==================== tiny_mult_pipe_flat
tiny_mult_pipe_flat/port_nets.png
The bar under the picture is 50 um long.
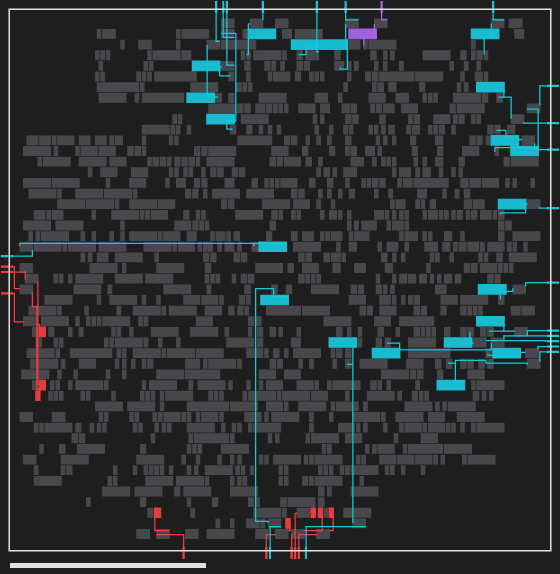
==> config.mk <==
export PLATFORM = sky130hd
export DESIGN_NAME = tiny_mult_pipe_flat
export DESIGN_NICKNAME = d
export VERILOG_FILES = /design/src/rtl/tiny_mult_pipe_pkg.sv /design/src/rtl/tiny_mult_pipe_if.sv /design/src/rtl/tiny_mult_pipe_valid_pipe.sv /design/src/rtl/tiny_mult_pipe.sv /design/src/flat_wrapper.sv
export SDC_FILE = /design/constraint.sdc
export NUM_CORES = 1
export LEC_CHECK = 0
export ABC_AREA = 1
export CORE_MARGIN = 2
export CORE_UTILIZATION = 40
export CTS_CLUSTER_SIZE = 40
export DETAILED_ROUTE_END_ITERATION = 7
export PLACE_DENSITY_LB_ADDON = 0.12
export REMOVE_ABC_BUFFERS = 1
export SETUP_SLACK_MARGIN = 0.1
export SLEW_MARGIN = 20
export SYNTH_ARGS = -nofsm -noshare
export SYNTH_HDL_FRONTEND = slang
export SYNTH_HIERARCHICAL = 1
export SYNTH_SLANG_ARGS = --single-unit
==> constraint.sdc <==
create_clock -name clk -period 6.54 [get_ports clk]
set_input_delay 0.981 -clock clk [delete_from_list [all_inputs] [get_ports clk]]
set_output_delay 0.981 -clock clk [all_outputs]
set_load 0.05 [all_outputs]
==> src/rtl/tiny_mult_pipe_pkg.sv <==
// Shared types and default geometry for the pipelined multiply / multiply-accumulate block.
// Constants and helpers only: no latency, no backpressure.
package tiny_mult_pkg;

   typedef enum logic [1:0] {
      MODE_UMUL = 2'b00,
      MODE_SMUL = 2'b01,
      MODE_UMAC = 2'b10,
      MODE_SMAC = 2'b11
   } mult_mode_e;

   localparam int DEF_WIDTH   = 8;
   localparam int DEF_LATENCY = 3;
   localparam int DEF_GUARD   = 4;

   function automatic logic mode_is_signed(input mult_mode_e m);
      return (m == MODE_SMUL) || (m == MODE_SMAC);
   endfunction

   function automatic logic mode_is_mac(input mult_mode_e m);
      return (m == MODE_UMAC) || (m == MODE_SMAC);
   endfunction

endpackage

==> src/rtl/tiny_mult_pipe_if.sv <==
// Issue/complete bundle between a requester and tiny_mult_pipe.
// No latency of its own; the pipe accepts one start per cycle and never stalls.
interface tiny_mult_pipe_if import tiny_mult_pkg::*; #(
   parameter int WIDTH = DEF_WIDTH,
   parameter int GUARD = DEF_GUARD
);
   localparam int RES_W = 2*WIDTH + GUARD;

   logic               start;
   mult_mode_e         mode;
   logic [WIDTH-1:0]   A;
   logic [WIDTH-1:0]   B;
   logic               acc_clr;
   logic               done;
   logic [RES_W-1:0]   result;
   logic               ovf;

   modport master (output start, mode, A, B, acc_clr, input  done, result, ovf);
   modport slave  (input  start, mode, A, B, acc_clr, output done, result, ovf);

endinterface

==> src/rtl/tiny_mult_pipe_valid_pipe.sv <==
// LATENCY-deep {valid, mode} shift register tracking each issued op; synchronous clear on rst.
// Latency LATENCY cycles from i_vld to o_done; no backpressure, accepts every cycle.
module valid_pipe import tiny_mult_pkg::*; #(
   parameter int LATENCY = DEF_LATENCY
) (
   input  logic       clk,
   input  logic       rst,
   input  logic       i_vld,
   input  mult_mode_e i_mode,
   output mult_mode_e o_mode_s1,
   output logic       o_vld_fin,
   output mult_mode_e o_mode_fin,
   output logic       o_done
);
   logic [LATENCY:1] r_vld;
   mult_mode_e       r_mode [1:LATENCY];

   always_ff @(posedge clk) begin
      if (rst) begin
         r_vld <= '0;
         for (int k = 1; k <= LATENCY; k++) r_mode[k] <= MODE_UMUL;
      end else begin
         r_vld <= {r_vld[LATENCY-1:1], i_vld};
         // mode only moves with a live op, so stage 1 doubles as the held mode register
         if (i_vld) r_mode[1] <= i_mode;
         for (int k = 2; k <= LATENCY; k++) begin
            if (r_vld[k-1]) r_mode[k] <= r_mode[k-1];
         end
      end
   end

   assign o_mode_s1  = r_mode[1];
   assign o_vld_fin  = r_vld[LATENCY-1];
   assign o_mode_fin = r_mode[LATENCY-1];
   assign o_done     = r_vld[LATENCY];

endmodule

==> src/rtl/tiny_mult_pipe.sv <==
// Fully pipelined unsigned/signed multiply and multiply-accumulate with sticky overflow.
// Latency LATENCY cycles start->done; no backpressure, one start accepted every cycle.
module tiny_mult_pipe import tiny_mult_pkg::*; #(
   parameter int WIDTH   = DEF_WIDTH,
   parameter int LATENCY = DEF_LATENCY,
   parameter int GUARD   = DEF_GUARD
) (
   input  logic           clk,
   input  logic           rst,
   tiny_mult_pipe_if.slave bus
);
   localparam int RES_W = 2*WIDTH + GUARD;

   logic [WIDTH-1:0] r_a;
   logic [WIDTH-1:0] r_b;
   mult_mode_e       w_mode_s1;
   mult_mode_e       w_mode_fin;
   logic             w_vld_fin;
   logic             w_done;
   logic             w_sgn_s1;
   logic [RES_W-1:0] w_a_ext;
   logic [RES_W-1:0] w_b_ext;
   logic [RES_W-1:0] w_prod;
   logic [RES_W-1:0] w_prod_fin;
   logic [RES_W-1:0] w_base;
   logic [RES_W:0]   w_sum;
   logic             w_mac;
   logic             w_add_ovf;
   logic [RES_W-1:0] r_acc;
   logic [RES_W-1:0] r_res;
   logic             r_ovf;

   always_ff @(posedge clk) begin
      if (rst) begin
         r_a <= '0;
         r_b <= '0;
      end else if (bus.start) begin
         r_a <= bus.A;
         r_b <= bus.B;
      end
   end

   valid_pipe #(.LATENCY(LATENCY)) u_valid_pipe (
      .clk        (clk),
      .rst        (rst),
      .i_vld      (bus.start),
      .i_mode     (bus.mode),
      .o_mode_s1  (w_mode_s1),
      .o_vld_fin  (w_vld_fin),
      .o_mode_fin (w_mode_fin),
      .o_done     (w_done)
   );

   // Extending before multiplying gives the correctly signed product modulo 2^RES_W.
   assign w_sgn_s1 = mode_is_signed(w_mode_s1);
   assign w_a_ext  = {{(RES_W-WIDTH){w_sgn_s1 & r_a[WIDTH-1]}}, r_a};
   assign w_b_ext  = {{(RES_W-WIDTH){w_sgn_s1 & r_b[WIDTH-1]}}, r_b};
   assign w_prod   = w_a_ext * w_b_ext;

   generate
      if (LATENCY == 2) begin : g_prod_direct
         assign w_prod_fin = w_prod;
      end else begin : g_prod_pipe
         logic [RES_W-1:0] r_prod [LATENCY-2];
         always_ff @(posedge clk) begin
            if (rst) begin
               for (int k = 0; k < LATENCY-2; k++) r_prod[k] <= '0;
            end else begin
               r_prod[0] <= w_prod;
               for (int k = 1; k < LATENCY-2; k++) r_prod[k] <= r_prod[k-1];
            end
         end
         assign w_prod_fin = r_prod[LATENCY-3];
      end
   endgenerate

   // Clear-then-add: a coincident acc_clr makes the product the new accumulator.
   assign w_mac     = w_vld_fin & mode_is_mac(w_mode_fin);
   assign w_base    = bus.acc_clr ? '0 : r_acc;
   assign w_sum     = {1'b0, w_base} + {1'b0, w_prod_fin};
   assign w_add_ovf = mode_is_signed(w_mode_fin)
                    ? ((w_base[RES_W-1] == w_prod_fin[RES_W-1]) && (w_sum[RES_W-1] != w_base[RES_W-1]))
                    : w_sum[RES_W];

   always_ff @(posedge clk) begin
      if (rst) begin
         r_acc <= '0;
         r_res <= '0;
         r_ovf <= 1'b0;
      end else begin
         if (w_mac) r_acc <= w_sum[RES_W-1:0];
         else if (bus.acc_clr) r_acc <= '0;
         if (w_vld_fin) r_res <= w_mac ? w_sum[RES_W-1:0] : w_prod_fin;
         r_ovf <= (r_ovf & ~bus.acc_clr) | (w_mac & w_add_ovf);
      end
   end

   assign bus.done   = w_done;
   assign bus.result = r_res;
   assign bus.ovf    = r_ovf;

endmodule

==> src/flat_wrapper.sv <==
// flat-port wrapper written by rule: the top's interface ports become plain ports
module tiny_mult_pipe_flat import tiny_mult_pkg::*;
#(
   parameter int WIDTH   = DEF_WIDTH,
   parameter int LATENCY = DEF_LATENCY,
   parameter int GUARD   = DEF_GUARD
)
  (clk, rst, bus_start, bus_mode, bus_A, bus_B, bus_acc_clr, bus_done, bus_result, bus_ovf);
  tiny_mult_pipe_if #(.WIDTH(WIDTH), .GUARD(GUARD)) bus_i ();
  input  logic clk;
  input  logic rst;
  input wire logic [$bits(bus_i.start)-1:0] bus_start;
  input wire logic [$bits(bus_i.mode)-1:0] bus_mode;
  input wire logic [$bits(bus_i.A)-1:0] bus_A;
  input wire logic [$bits(bus_i.B)-1:0] bus_B;
  input wire logic [$bits(bus_i.acc_clr)-1:0] bus_acc_clr;
  output wire logic [$bits(bus_i.done)-1:0] bus_done;
  output wire logic [$bits(bus_i.result)-1:0] bus_result;
  output wire logic [$bits(bus_i.ovf)-1:0] bus_ovf;
  assign bus_i.start = bus_start;
  assign bus_i.mode = bus_mode;
  assign bus_i.A = bus_A;
  assign bus_i.B = bus_B;
  assign bus_i.acc_clr = bus_acc_clr;
  assign bus_done = bus_i.done;
  assign bus_result = bus_i.result;
  assign bus_ovf = bus_i.ovf;
  tiny_mult_pipe #(.WIDTH(WIDTH), .LATENCY(LATENCY), .GUARD(GUARD)) u_core (.clk(clk), .rst(rst), .bus(bus_i));
endmodule
==> datasheet_impl.txt <==
Physical design parameters

Parameter                              Value

Final layout
  Most frequently placed logic cells in the final layout    sky130_fd_sc_hd__nand2_1, sky130_fd_sc_hd__inv_1, sky130_fd_sc_hd__a21oi_1
  Area growth, synth to finish    13.2%
  Max-area cell class    logic gates
  Tally of non-filler cells in the final layout    1231

Final timing
  Final TNS setup    0 ns
  Headroom to the max-slew limit    48.7%

Status
  Status    finished, final reports clean

Clocking
  Worst-skew pair later-pin latency    0.36 ns
  # hold bufs at CTS    0

Route
  Detailed-router iteration count before antenna repair    4

Global routing
  GR Layer Usage met1    25.9%
  Met3 Resource Use GR    2.74%

Pwr
  Clock group    570 uW
  Relative contribution of combinational cells to total power    21.9%

Synth
  Fraction of synthesis flops using an asynchronous set or reset pin    0%
  Synthesized flop and latch total    82
  Post-Synthesis Cell Area    7190 um^2
  Synthesized-area fraction occupied by and/or/nand/nor cells    19.4%

Setup path
  Count of buffer and inverter cells on the critical path    5
  FF-to-FF setup slack    1.33 ns

Floorplan
  Die width    138 um
About tiny_mult_pipe_flat/port_nets.png:
legend:
  purple:
    port: `bus_ovf`
    bits: 1
    direction: output
    edge: north
    end_cells: 1
    buffers: 1
    wire: 12.2 um
  cyan:
    port: `bus_result`
    bits: 20
    direction: output
    edge: 10 east, 7 north, 2 south, 1 west
    end_cells: 20
    buffers: 20
    wire: 597 um
  red:
    port: `bus_B`
    bits: 8
    direction: input
    edge: 5 south, 3 west
    end_cells: 8
    buffers: 8
    wire: 145 um


==================== store_unit
store_unit/cell_classes.png
Fill, decap, tap and diode cells in gray.
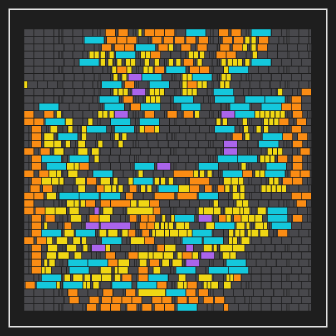
$ cat src/rtl/store_unit_pkg.sv
// store_unit_pkg: store opcodes, FSM state type and timeout counter width.
package store_unit_pkg;
    localparam logic [5:0] OP_SB = 6'h28;
    localparam logic [5:0] OP_SH = 6'h29;
    localparam logic [5:0] OP_SW = 6'h2B;
    localparam int TMO_W = 8;
    typedef enum logic {ST_IDLE, ST_REQ} state_t;
endpackage

$ cat src/rtl/store_lane_fmt.sv
// store_lane_fmt: narrows store data, replicates it onto byte lanes and
// derives byte enables and alignment legality.
module store_lane_fmt
    import store_unit_pkg::*;
#(
    parameter bit BIG_ENDIAN = 1'b1
) (
    input  logic [5:0]  op,
    input  logic [1:0]  addr,
    input  logic [31:0] data,
    output logic [31:0] wdata,
    output logic [3:0]  be,
    output logic        legal
);
    logic is_sb, is_sh, is_sw;
    logic [3:0] be_sb, be_sh;
    always_comb begin
        is_sb = op == OP_SB;
        is_sh = op == OP_SH;
        is_sw = op == OP_SW;
        wdata = is_sb ? {4{data[7:0]}} : is_sh ? {2{data[15:0]}} : data;
        be_sb = BIG_ENDIAN ? 4'b1000 >> addr : 4'b0001 << addr;
        be_sh = (addr[1] ^ !BIG_ENDIAN) ? 4'b0011 : 4'b1100;
        be    = is_sb ? be_sb : is_sh ? be_sh : is_sw ? 4'b1111 : 4'b0000;
        legal = is_sb | (is_sh & !addr[0]) | (is_sw & (addr == 2'b00));
    end
endmodule

$ cat src/rtl/store_unit.sv
// store_unit: accepts one store, drives it on a req/ack memory port and
// stalls the pipeline until ack or timeout.
module store_unit
    import store_unit_pkg::*;
#(
    parameter int ACK_TIMEOUT = 255,
    parameter bit BIG_ENDIAN  = 1'b1
) (
    input  logic        clk,
    input  logic        reset,
    input  logic        st_valid,
    input  logic [5:0]  st_op,
    input  logic [31:0] st_addr,
    input  logic [31:0] st_data,
    output logic        st_ready,
    output logic        stall,
    output logic        mem_req,
    output logic [31:0] mem_addr,
    output logic [31:0] mem_wdata,
    output logic [3:0]  mem_be,
    input  logic        mem_ack,
    output logic        misalign,
    output logic        bus_err
);
    localparam logic [TMO_W-1:0] LAST = TMO_W'(ACK_TIMEOUT - 1);
    state_t state;
    logic [TMO_W-1:0] cnt;
    logic [31:0] f_wdata;
    logic [3:0] f_be;
    logic f_legal;
    store_lane_fmt #(.BIG_ENDIAN(BIG_ENDIAN)) u_fmt (
        .op(st_op), .addr(st_addr[1:0]), .data(st_data),
        .wdata(f_wdata), .be(f_be), .legal(f_legal)
    );
    assign st_ready = state == ST_IDLE;
    assign stall    = state != ST_IDLE;
    always_ff @(posedge clk) begin
        if (reset) begin
            state     <= ST_IDLE;
            cnt       <= '0;
            mem_req   <= 1'b0;
            mem_addr  <= '0;
            mem_wdata <= '0;
            mem_be    <= '0;
            misalign  <= 1'b0;
            bus_err   <= 1'b0;
        end else begin
            misalign <= 1'b0;
            bus_err  <= 1'b0;
            if (state == ST_IDLE) begin
                if (st_valid && f_legal) begin
                    state     <= ST_REQ;
                    cnt       <= '0;
                    mem_req   <= 1'b1;
                    mem_addr  <= {st_addr[31:2], 2'b00};
                    mem_wdata <= f_wdata;
                    mem_be    <= f_be;
                end else if (st_valid) begin
                    misalign <= 1'b1;
                end
            end else if (mem_ack) begin
                state   <= ST_IDLE;
                mem_req <= 1'b0;
            end else if (cnt == LAST) begin
                // an ack arriving in the expiry cycle is handled above and wins
                state   <= ST_IDLE;
                mem_req <= 1'b0;
                bus_err <= 1'b1;
            end else begin
                cnt <= cnt + 1'b1;
            end
        end
    end
endmodule
$ cat config.mk
export PLATFORM = sky130hd
export DESIGN_NAME = store_unit
export DESIGN_NICKNAME = d
export VERILOG_FILES = /design/src/rtl/store_unit_pkg.sv /design/src/rtl/store_lane_fmt.sv /design/src/rtl/store_unit.sv
export SDC_FILE = /design/constraint.sdc
export NUM_CORES = 1
export LEC_CHECK = 0
export CELL_PAD_IN_SITES_DETAIL_PLACEMENT = 0
export CELL_PAD_IN_SITES_GLOBAL_PLACEMENT = 1
export CORE_MARGIN = 5
export CORE_UTILIZATION = 31
export DETAILED_ROUTE_END_ITERATION = 10
export PLACE_DENSITY = 0.85
export SYNTH_ARGS = -nofsm -noshare
export SYNTH_HDL_FRONTEND = slang
export SYNTH_SLANG_ARGS = --single-unit
$ cat constraint.sdc
create_clock -name clk -period 2.1 [get_ports clk]
set_input_delay 0.42 -clock clk [delete_from_list [all_inputs] [get_ports clk]]
set_output_delay 0.42 -clock clk [all_outputs]
set_load 0.01 [all_outputs]
==> datasheet_impl.txt <==
Physical design parameters

Parameter                              Value

Route
  DR vias/cell    5.10

Final layout
  Multi-input gate area    1720 um^2
  Share of cell area taken by multi-input logic gates    32.1%
  Tally of non-filler cells in the final layout    672
  Most frequently placed logic cells in the final layout    sky130_fd_sc_hd__clkdlybuf4s50_1, sky130_fd_sc_hd__dfxtp_1, sky130_fd_sc_hd__a21oi_1
  Flop Count    78

Final timing
  Setup violation total in the final timing report    0

Floorplan
  Die width    116 um

Synth
  Sequential element share of the synthesized area    45.1%
  Synth Area per Inst    8.96 um^2
  Top cell type by total area after synthesis    sky130_fd_sc_hd__dfxtp_1
  Chip area from the yosys synthesis statistics    3470 um^2
  Count of yosys warnings during synthesis    0
  Synthesized-area fraction occupied by and/or/nand/nor cells    12.2%

Clocking
  CTS clock-pin slew for the worst setup and hold paths    0.08 ns
  # hold bufs at CTS    0

Status
  Status    finished, final reports clean

Pwr
  Share of total power in sequential cells    49.0%
  Switching part of the total    23.4%

Run
  Count of max-cap constraint violations    0

Setup path
  Data required, critical path    1.68 ns
Notes on store_unit/cell_classes.png above:
legend:
  cyan:
    class: flip-flops
    cells: 78
  orange:
    class: other buffers and delay cells
    cells: 167
  yellow:
    class: all other logic
    cells: 272
  purple:
    class: clock drivers and dummy loads
    cells: 15


==================== uart_tx_arbiter
uart_tx_arbiter/final_placement.png
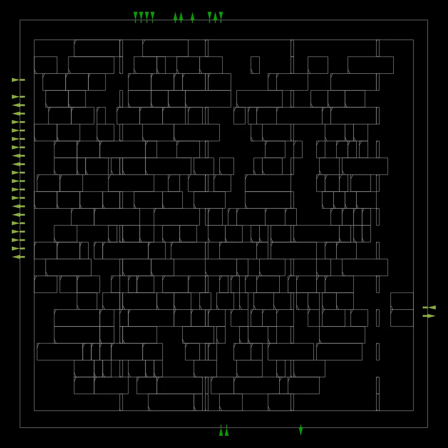
uart_tx_arbiter/cell_classes.png
Fill, decap, tap and diode cells in gray.
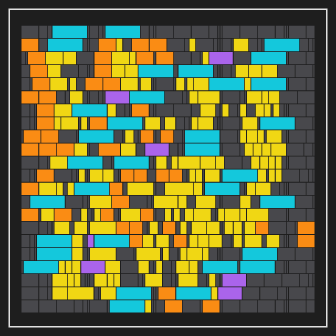
===== src/rtl/uart_tx_arbiter.sv =====
// Two-requester round-robin byte arbiter in front of a UART transmitter.
// Holds the grant across a packet until last, a burst cap or an idle timeout.
module uart_tx_arbiter #(
  parameter int unsigned MAX_BURST    = 64,
  parameter int unsigned HOLD_TIMEOUT = 1024
) (
  input  logic       clk,
  input  logic       rst,
  input  logic       req0_valid,
  input  logic [7:0] req0_data,
  input  logic       req0_last,
  input  logic       req1_valid,
  input  logic [7:0] req1_data,
  input  logic       req1_last,
  output logic       req0_ready,
  output logic       req1_ready,
  output logic       tx_start,
  output logic [7:0] tx_data,
  input  logic       tx_busy,
  output logic       owner,
  output logic       locked
);

  localparam int unsigned BW = $clog2(MAX_BURST) + 1;
  localparam int unsigned TW = $clog2(HOLD_TIMEOUT) + 1;
  localparam logic [BW-1:0] BURST_MAX = BW'(MAX_BURST);
  localparam logic [TW-1:0] IDLE_MAX  = TW'(HOLD_TIMEOUT);

  typedef enum logic [2:0] {
    S_IDLE,
    S_START,
    S_WAIT_BUSY,
    S_DRAIN,
    S_HOLD
  } state_t;

  state_t        state_q, state_d;
  logic [7:0]    data_q, data_d;
  logic          owner_q, owner_d;
  logic          locked_q, locked_d;
  logic          last_q, last_d;
  logic          ptr_q, ptr_d;
  logic [BW-1:0] burst_q, burst_d;
  logic [TW-1:0] idle_q, idle_d;
  logic [TW-1:0] idle_inc;

  logic [1:0] valid_v;
  logic       win;
  logic       sel;
  logic       accept;

  assign valid_v  = {req1_valid, req0_valid};
  assign idle_inc = idle_q + TW'(1);

  // Pointer side wins unless it is idle, then the other side gets a turn.
  always_comb begin
    win = ptr_q;
    if (!valid_v[ptr_q]) begin
      win = ~ptr_q;
    end
  end

  always_comb begin
    state_d  = state_q;
    data_d   = data_q;
    owner_d  = owner_q;
    locked_d = locked_q;
    last_d   = last_q;
    ptr_d    = ptr_q;
    burst_d  = burst_q;
    idle_d   = idle_q;
    sel      = owner_q;
    accept   = 1'b0;
    tx_start = 1'b0;
    unique case (state_q)
      S_IDLE: begin
        sel = win;
        if (rst && !tx_busy && |valid_v) begin
          accept  = 1'b1;
          burst_d = BW'(1);
          state_d = S_START;
        end
      end
      S_START: begin
        tx_start = 1'b1;
        state_d  = S_WAIT_BUSY;
      end
      S_WAIT_BUSY: begin
        if (tx_busy) begin
          state_d = S_DRAIN;
        end
      end
      S_DRAIN: begin
        if (!tx_busy) begin
          idle_d = '0;
          if (!last_q && burst_q < BURST_MAX) begin
            state_d  = S_HOLD;
            locked_d = 1'b1;
          end else begin
            state_d  = S_IDLE;
            locked_d = 1'b0;
            ptr_d    = ~owner_q;
          end
        end
      end
      S_HOLD: begin
        sel = owner_q;
        if (rst && valid_v[owner_q]) begin
          accept  = 1'b1;
          burst_d = burst_q + BW'(1);
          state_d = S_START;
        end else begin
          idle_d = idle_inc;
          if (idle_inc >= IDLE_MAX) begin
            idle_d   = '0;
            state_d  = S_IDLE;
            locked_d = 1'b0;
            ptr_d    = ~owner_q;
          end
        end
      end
      default: begin
        state_d = S_IDLE;
      end
    endcase
    if (accept) begin
      data_d  = sel ? req1_data : req0_data;
      last_d  = sel ? req1_last : req0_last;
      owner_d = sel;
      idle_d  = '0;
    end
  end

  always_ff @(posedge clk) begin
    if (!rst) begin
      state_q  <= S_IDLE;
      data_q   <= '0;
      owner_q  <= 1'b0;
      locked_q <= 1'b0;
      last_q   <= 1'b0;
      ptr_q    <= 1'b0;
      burst_q  <= '0;
      idle_q   <= '0;
    end else begin
      state_q  <= state_d;
      data_q   <= data_d;
      owner_q  <= owner_d;
      locked_q <= locked_d;
      last_q   <= last_d;
      ptr_q    <= ptr_d;
      burst_q  <= burst_d;
      idle_q   <= idle_d;
    end
  end

  assign req0_ready = accept && !sel;
  assign req1_ready = accept && sel;
  assign tx_data    = data_q;
  assign owner      = owner_q;
  assign locked     = locked_q;

endmodule

===== config.mk =====
export PLATFORM = sky130hd
export DESIGN_NAME = uart_tx_arbiter
export DESIGN_NICKNAME = d
export VERILOG_FILES = /design/src/rtl/uart_tx_arbiter.sv
export SDC_FILE = /design/constraint.sdc
export NUM_CORES = 1
export LEC_CHECK = 0
export CORE_MARGIN = 2
export CORE_UTILIZATION = 45
export CTS_CLUSTER_SIZE = 12
export DETAILED_ROUTE_END_ITERATION = 10
export PLACE_DENSITY_LB_ADDON = 0.2
export SYNTH_ARGS = -nofsm -noshare
export SYNTH_HDL_FRONTEND = slang
export SYNTH_SLANG_ARGS = --single-unit

===== constraint.sdc =====
create_clock -name clk -period 3 [get_ports clk]
set_clock_uncertainty 0.1 [all_clocks]
set_input_delay 0.6 -clock clk [delete_from_list [all_inputs] [get_ports clk]]
set_output_delay 0.6 -clock clk [all_outputs]
set_load 0.005 [all_outputs]

==> datasheet_impl.txt <==
Physical design parameters

Parameter                              Value

Status
  Status    finished, final reports clean

Clocking
  Post-CTS setup buffers    0
  Buffer levels on the longest clock path    2
  CTS H-tree lvls    2
  Number of clock sinks    33

Pwr
  Sequential logic power    470 uW
  Relative contribution of combinational cells to total power    18.8%
  Total combinational power    187 uW

Floorplan
  Count of pins on the block boundary    36
  Effective utilization at floorplan    46.9%

Synth
  Number of cells in the yosys synthesis report    191
  Post-synthesis cell type count    46

Setup path
  Ordered list of cells on the worst path    clkdlybuf4s50_1 > nor2_1 > nand4b_2 > nand2b_4 > nor2_2 > clkdlybuf4s50_1
  Top delay family on crit path    buffers and inverters
  CP Depth    6

Hold path
  Endpoint, Worst Hold    idle_q[10]$_SDFFE_PP0P_

Global routing
  Number of antenna violations at the first check in global routing    0

Final timing
  Fin crit period    2.90 ns

Final layout
  Final non-clock buffer share    20.6%
  Antenna diode instance count    0
  Register ranked first by flip-flop count    idle_q
  Sequential share of cell area    29.2%

Placed design
  Post-placement setup slack    0.00407 ns
## Picture notes: uart_tx_arbiter/final_placement.png
Flop Count: 33
core area: 3660 um^2
Util after Layout: 61.8%

## Picture notes: uart_tx_arbiter/cell_classes.png
legend:
  orange:
    class: other buffers and delay cells
    cells: 50
  purple:
    class: clock drivers and dummy loads
    cells: 7
  cyan:
    class: flip-flops
    cells: 33
  yellow:
    class: all other logic
    cells: 147


==================== square_rate_estimator
square_rate_estimator/final_placement.png
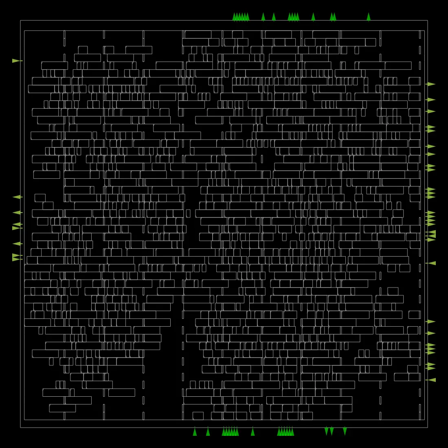
square_rate_estimator/cell_classes.png
Fill, decap, tap and diode cells in gray.
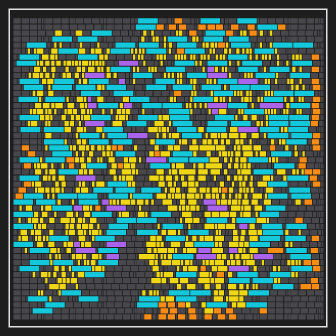
$ cat src/rtl/square_rate_estimator.sv
// Runs NUM_ROUNDS square-wave judge rounds, majority-votes the verdicts and converts
// the smallest square edge spacing into a symbol rate with a 32-step restoring divider.
module square_rate_estimator #(
  parameter int          WIDTH_W     = 18,
  parameter int          RATE_W      = 24,
  parameter logic [31:0] CLK_HZ      = 32'd50_000_000,
  parameter int          NUM_ROUNDS  = 4,
  parameter int          VOTE_MIN    = 3,
  parameter int          GAP_CYC     = 16,
  parameter logic [31:0] TIMEOUT_CYC = 32'd10_000
) (
  input  logic               clk,
  input  logic               rst_n,
  input  logic               enable,
  output logic               judge_start,
  input  logic [WIDTH_W-1:0] judge_width,
  input  logic               judge_square,
  input  logic               judge_dready,
  output logic [RATE_W-1:0]  rate,
  output logic [WIDTH_W-1:0] min_width,
  output logic               is_digital,
  output logic               valid,
  output logic               busy,
  output logic               timeout_err
);

  typedef enum logic [2:0] {IDLE, START, WAIT, GAP, DIVIDE, DONE} state_t;

  localparam logic [31:0] DIVIDEND   = CLK_HZ;
  localparam logic [31:0] RATE_MAX   = 32'((64'd1 << RATE_W) - 64'd1);
  localparam logic [3:0]  LAST_ROUND = 4'(NUM_ROUNDS - 1);
  localparam logic [3:0]  VOTE_THR   = 4'(VOTE_MIN);
  localparam logic [31:0] GAP_LAST   = 32'(GAP_CYC - 1);

  state_t             state, state_nxt;
  logic [3:0]         round_cnt, sq_cnt;
  logic [WIDTH_W-1:0] acc_min;
  logic               err;
  logic [31:0]        tmr, gap_cnt;
  logic [4:0]         div_cnt;
  logic [WIDTH_W:0]   rem, rem_nxt, shifted, divisor;
  logic [31:0]        quot, q_final;
  logic               take, wait_timeout, round_end, last_round, vote_ok, width_ok;
  logic [RATE_W-1:0]  rate_res;

  // The timer already counts the START cycle, so a silent round spans
  // TIMEOUT_CYC cycles from its start pulse to the round's end.
  assign wait_timeout = (state == WAIT) && !judge_dready && (tmr == TIMEOUT_CYC - 32'd1);
  assign round_end    = (state == WAIT) && (judge_dready || wait_timeout);
  assign last_round   = (round_cnt == LAST_ROUND);

  // One restoring-division step, dividend bits MSB first.
  assign shifted = {rem[WIDTH_W-1:0], DIVIDEND[~div_cnt]};
  assign divisor = {1'b0, acc_min};
  assign take    = (shifted >= divisor);
  assign rem_nxt = take ? shifted - divisor : shifted;
  assign q_final = {quot[30:0], take};

  assign vote_ok  = (sq_cnt >= VOTE_THR);
  assign width_ok = (acc_min != '0) && (acc_min != '1);
  assign rate_res = !(vote_ok && width_ok) ? '0 :
                    (q_final > RATE_MAX)   ? '1 : q_final[RATE_W-1:0];

  assign judge_start = (state == START);
  assign busy        = (state != IDLE);
  assign valid       = (state == DONE);

  always_ff @(posedge clk or negedge rst_n)
    if (!rst_n) state <= IDLE;
    else        state <= state_nxt;

  always_comb begin
    state_nxt = state;
    case (state)
      IDLE:    if (enable) state_nxt = START;
      START:   state_nxt = WAIT;
      WAIT:    if (round_end) state_nxt = last_round ? DIVIDE : GAP;
      GAP:     if (gap_cnt == GAP_LAST) state_nxt = START;
      DIVIDE:  if (div_cnt == 5'd31) state_nxt = DONE;
      DONE:    state_nxt = enable ? START : IDLE;
      default: state_nxt = IDLE;
    endcase
  end

  always_ff @(posedge clk or negedge rst_n) begin
    if (!rst_n) begin
      round_cnt   <= '0;
      sq_cnt      <= '0;
      acc_min     <= '1;
      err         <= 1'b0;
      tmr         <= '0;
      gap_cnt     <= '0;
      div_cnt     <= '0;
      rem         <= '0;
      quot        <= '0;
      rate        <= '0;
      min_width   <= '1;
      is_digital  <= 1'b0;
      timeout_err <= 1'b0;
    end else begin
      tmr     <= (state == START || state == WAIT) ? tmr + 32'd1 : '0;
      gap_cnt <= (state == GAP) ? gap_cnt + 32'd1 : '0;
      div_cnt <= (state == DIVIDE) ? div_cnt + 5'd1 : '0;
      if (state == DIVIDE) begin
        rem  <= rem_nxt;
        quot <= q_final;
      end else begin
        rem  <= '0;
      end
      if ((state == IDLE || state == DONE) && enable) begin
        round_cnt <= '0;
        sq_cnt    <= '0;
        acc_min   <= '1;
        err       <= 1'b0;
      end
      if (round_end) begin
        round_cnt <= round_cnt + 4'd1;
        if (judge_dready && judge_square) begin
          sq_cnt <= sq_cnt + 4'd1;
          if (judge_width < acc_min) acc_min <= judge_width;
        end
        if (!judge_dready) err <= 1'b1;
      end
      if (state == DIVIDE && div_cnt == 5'd31) begin
        rate        <= rate_res;
        min_width   <= acc_min;
        is_digital  <= vote_ok;
        timeout_err <= err;
      end
    end
  end

endmodule

$ cat config.mk
export PLATFORM = sky130hd
export DESIGN_NAME = square_rate_estimator
export DESIGN_NICKNAME = d
export VERILOG_FILES = /design/src/rtl/square_rate_estimator.sv
export SDC_FILE = /design/constraint.sdc
export NUM_CORES = 1
export LEC_CHECK = 0
export CORE_UTILIZATION = 50
export DETAILED_ROUTE_END_ITERATION = 10
export PLACE_DENSITY = 0.75
export SYNTH_ARGS = -nofsm -noshare
export SYNTH_HDL_FRONTEND = slang
export SYNTH_SLANG_ARGS = --single-unit
$ cat constraint.sdc
create_clock -name clk -period 4.48 [get_ports clk]
set_clock_uncertainty 0.1 [all_clocks]
set_input_delay 0.896 -clock clk [delete_from_list [all_inputs] [get_ports clk]]
set_output_delay 0.896 -clock clk [all_outputs]
set_load 0.03 [all_outputs]
==> datasheet_impl.txt <==
Physical design parameters

Parameter                              Value

Status
  Status    finished, final reports clean

Synth
  Multiplexer share of the synthesized area    1.75%
  Chip area from the yosys synthesis statistics    9840 um^2
  Top post-synthesis cells by count    sky130_fd_sc_hd__nand2_1, sky130_fd_sc_hd__dfrtp_1, sky130_fd_sc_hd__nor2_1
  Dominant kind of combinational cell    simple AND/OR/NAND/NOR gates
  Aoi/oai-family share of the synthesized area    10.5%

Run
  Count of max-cap constraint violations    0
  OpenROAD warnings    28

Clocking
  # hold bufs at CTS    0
  CTS tree    yes
  Post-CTS setup buffers    0
  Worst-skew pair later-pin latency    0.44 ns

Setup path
  CP Class    reg2reg
  Count of buffer and inverter cells on the critical path    2
  Highest net fanout along the worst path    16

Route
  Routed Wire Length    20500 um
  Post-route DRC    0
  Post-route antenna net violation count    0

Floorplan
  Effective utilization at floorplan    51.7%

Final layout
  Area growth, synth to finish    15.9%
  Number of clock buffers in the layout    17

Pwr
  Total combinational power    1210 uW
  Leading power group    registers

Hold path
  Worst hold-check path type    reg2reg
About square_rate_estimator/final_placement.png:
core area: 19000 um^2
total number of placement rows: 50
number of inserted filler cells in the final layout: 1659
sequential share of cell area: 42.5%
tally of non-filler cells in the final layout: 1373

About square_rate_estimator/cell_classes.png:
legend:
  yellow:
    class: all other logic
    cells: 810
  cyan:
    class: flip-flops
    cells: 192
  purple:
    class: clock drivers and dummy loads
    cells: 32
  orange:
    class: other buffers and delay cells
    cells: 79



## Gallery

Nets reached from selected ports.
panel A
The bar under the picture is 50 um long.
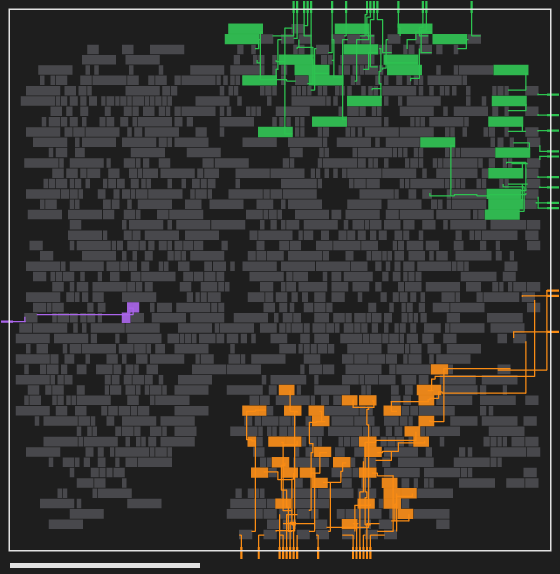
panel B
The bar under the picture is 20 um long.
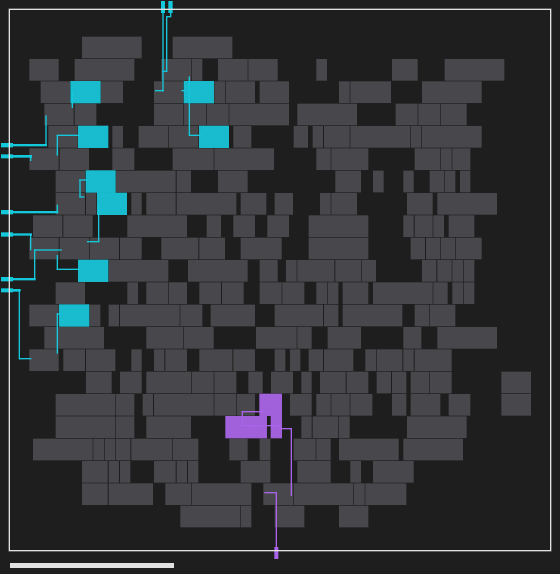
panel C
The bar under the picture is 20 um long.
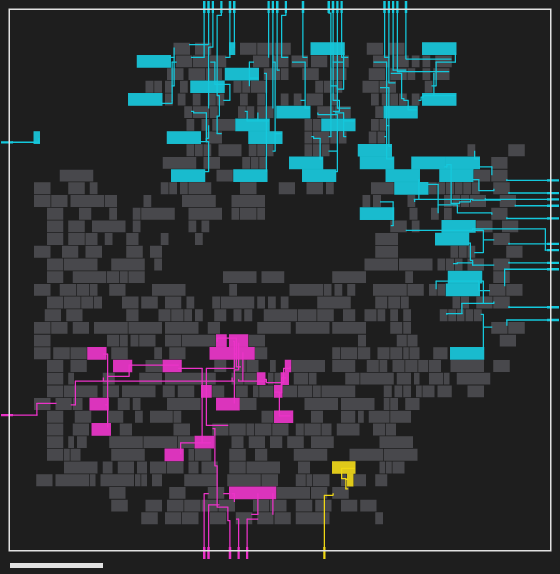
panel A: square_rate_estimator
panel B: uart_tx_arbiter
panel C: store_unit

Key to panel B:
legend:
  cyan:
    port: `req1_data`
    bits: 8
    direction: input
    edge: 6 west, 2 north
    end_cells: 8
    buffers: 8
    wire: 93.6 um
  purple:
    port: `req0_valid`
    bits: 1
    direction: input
    edge: south
    end_cells: 3
    buffers: 1
    wire: 27.3 um

Power and IR drop assume default switching activity.
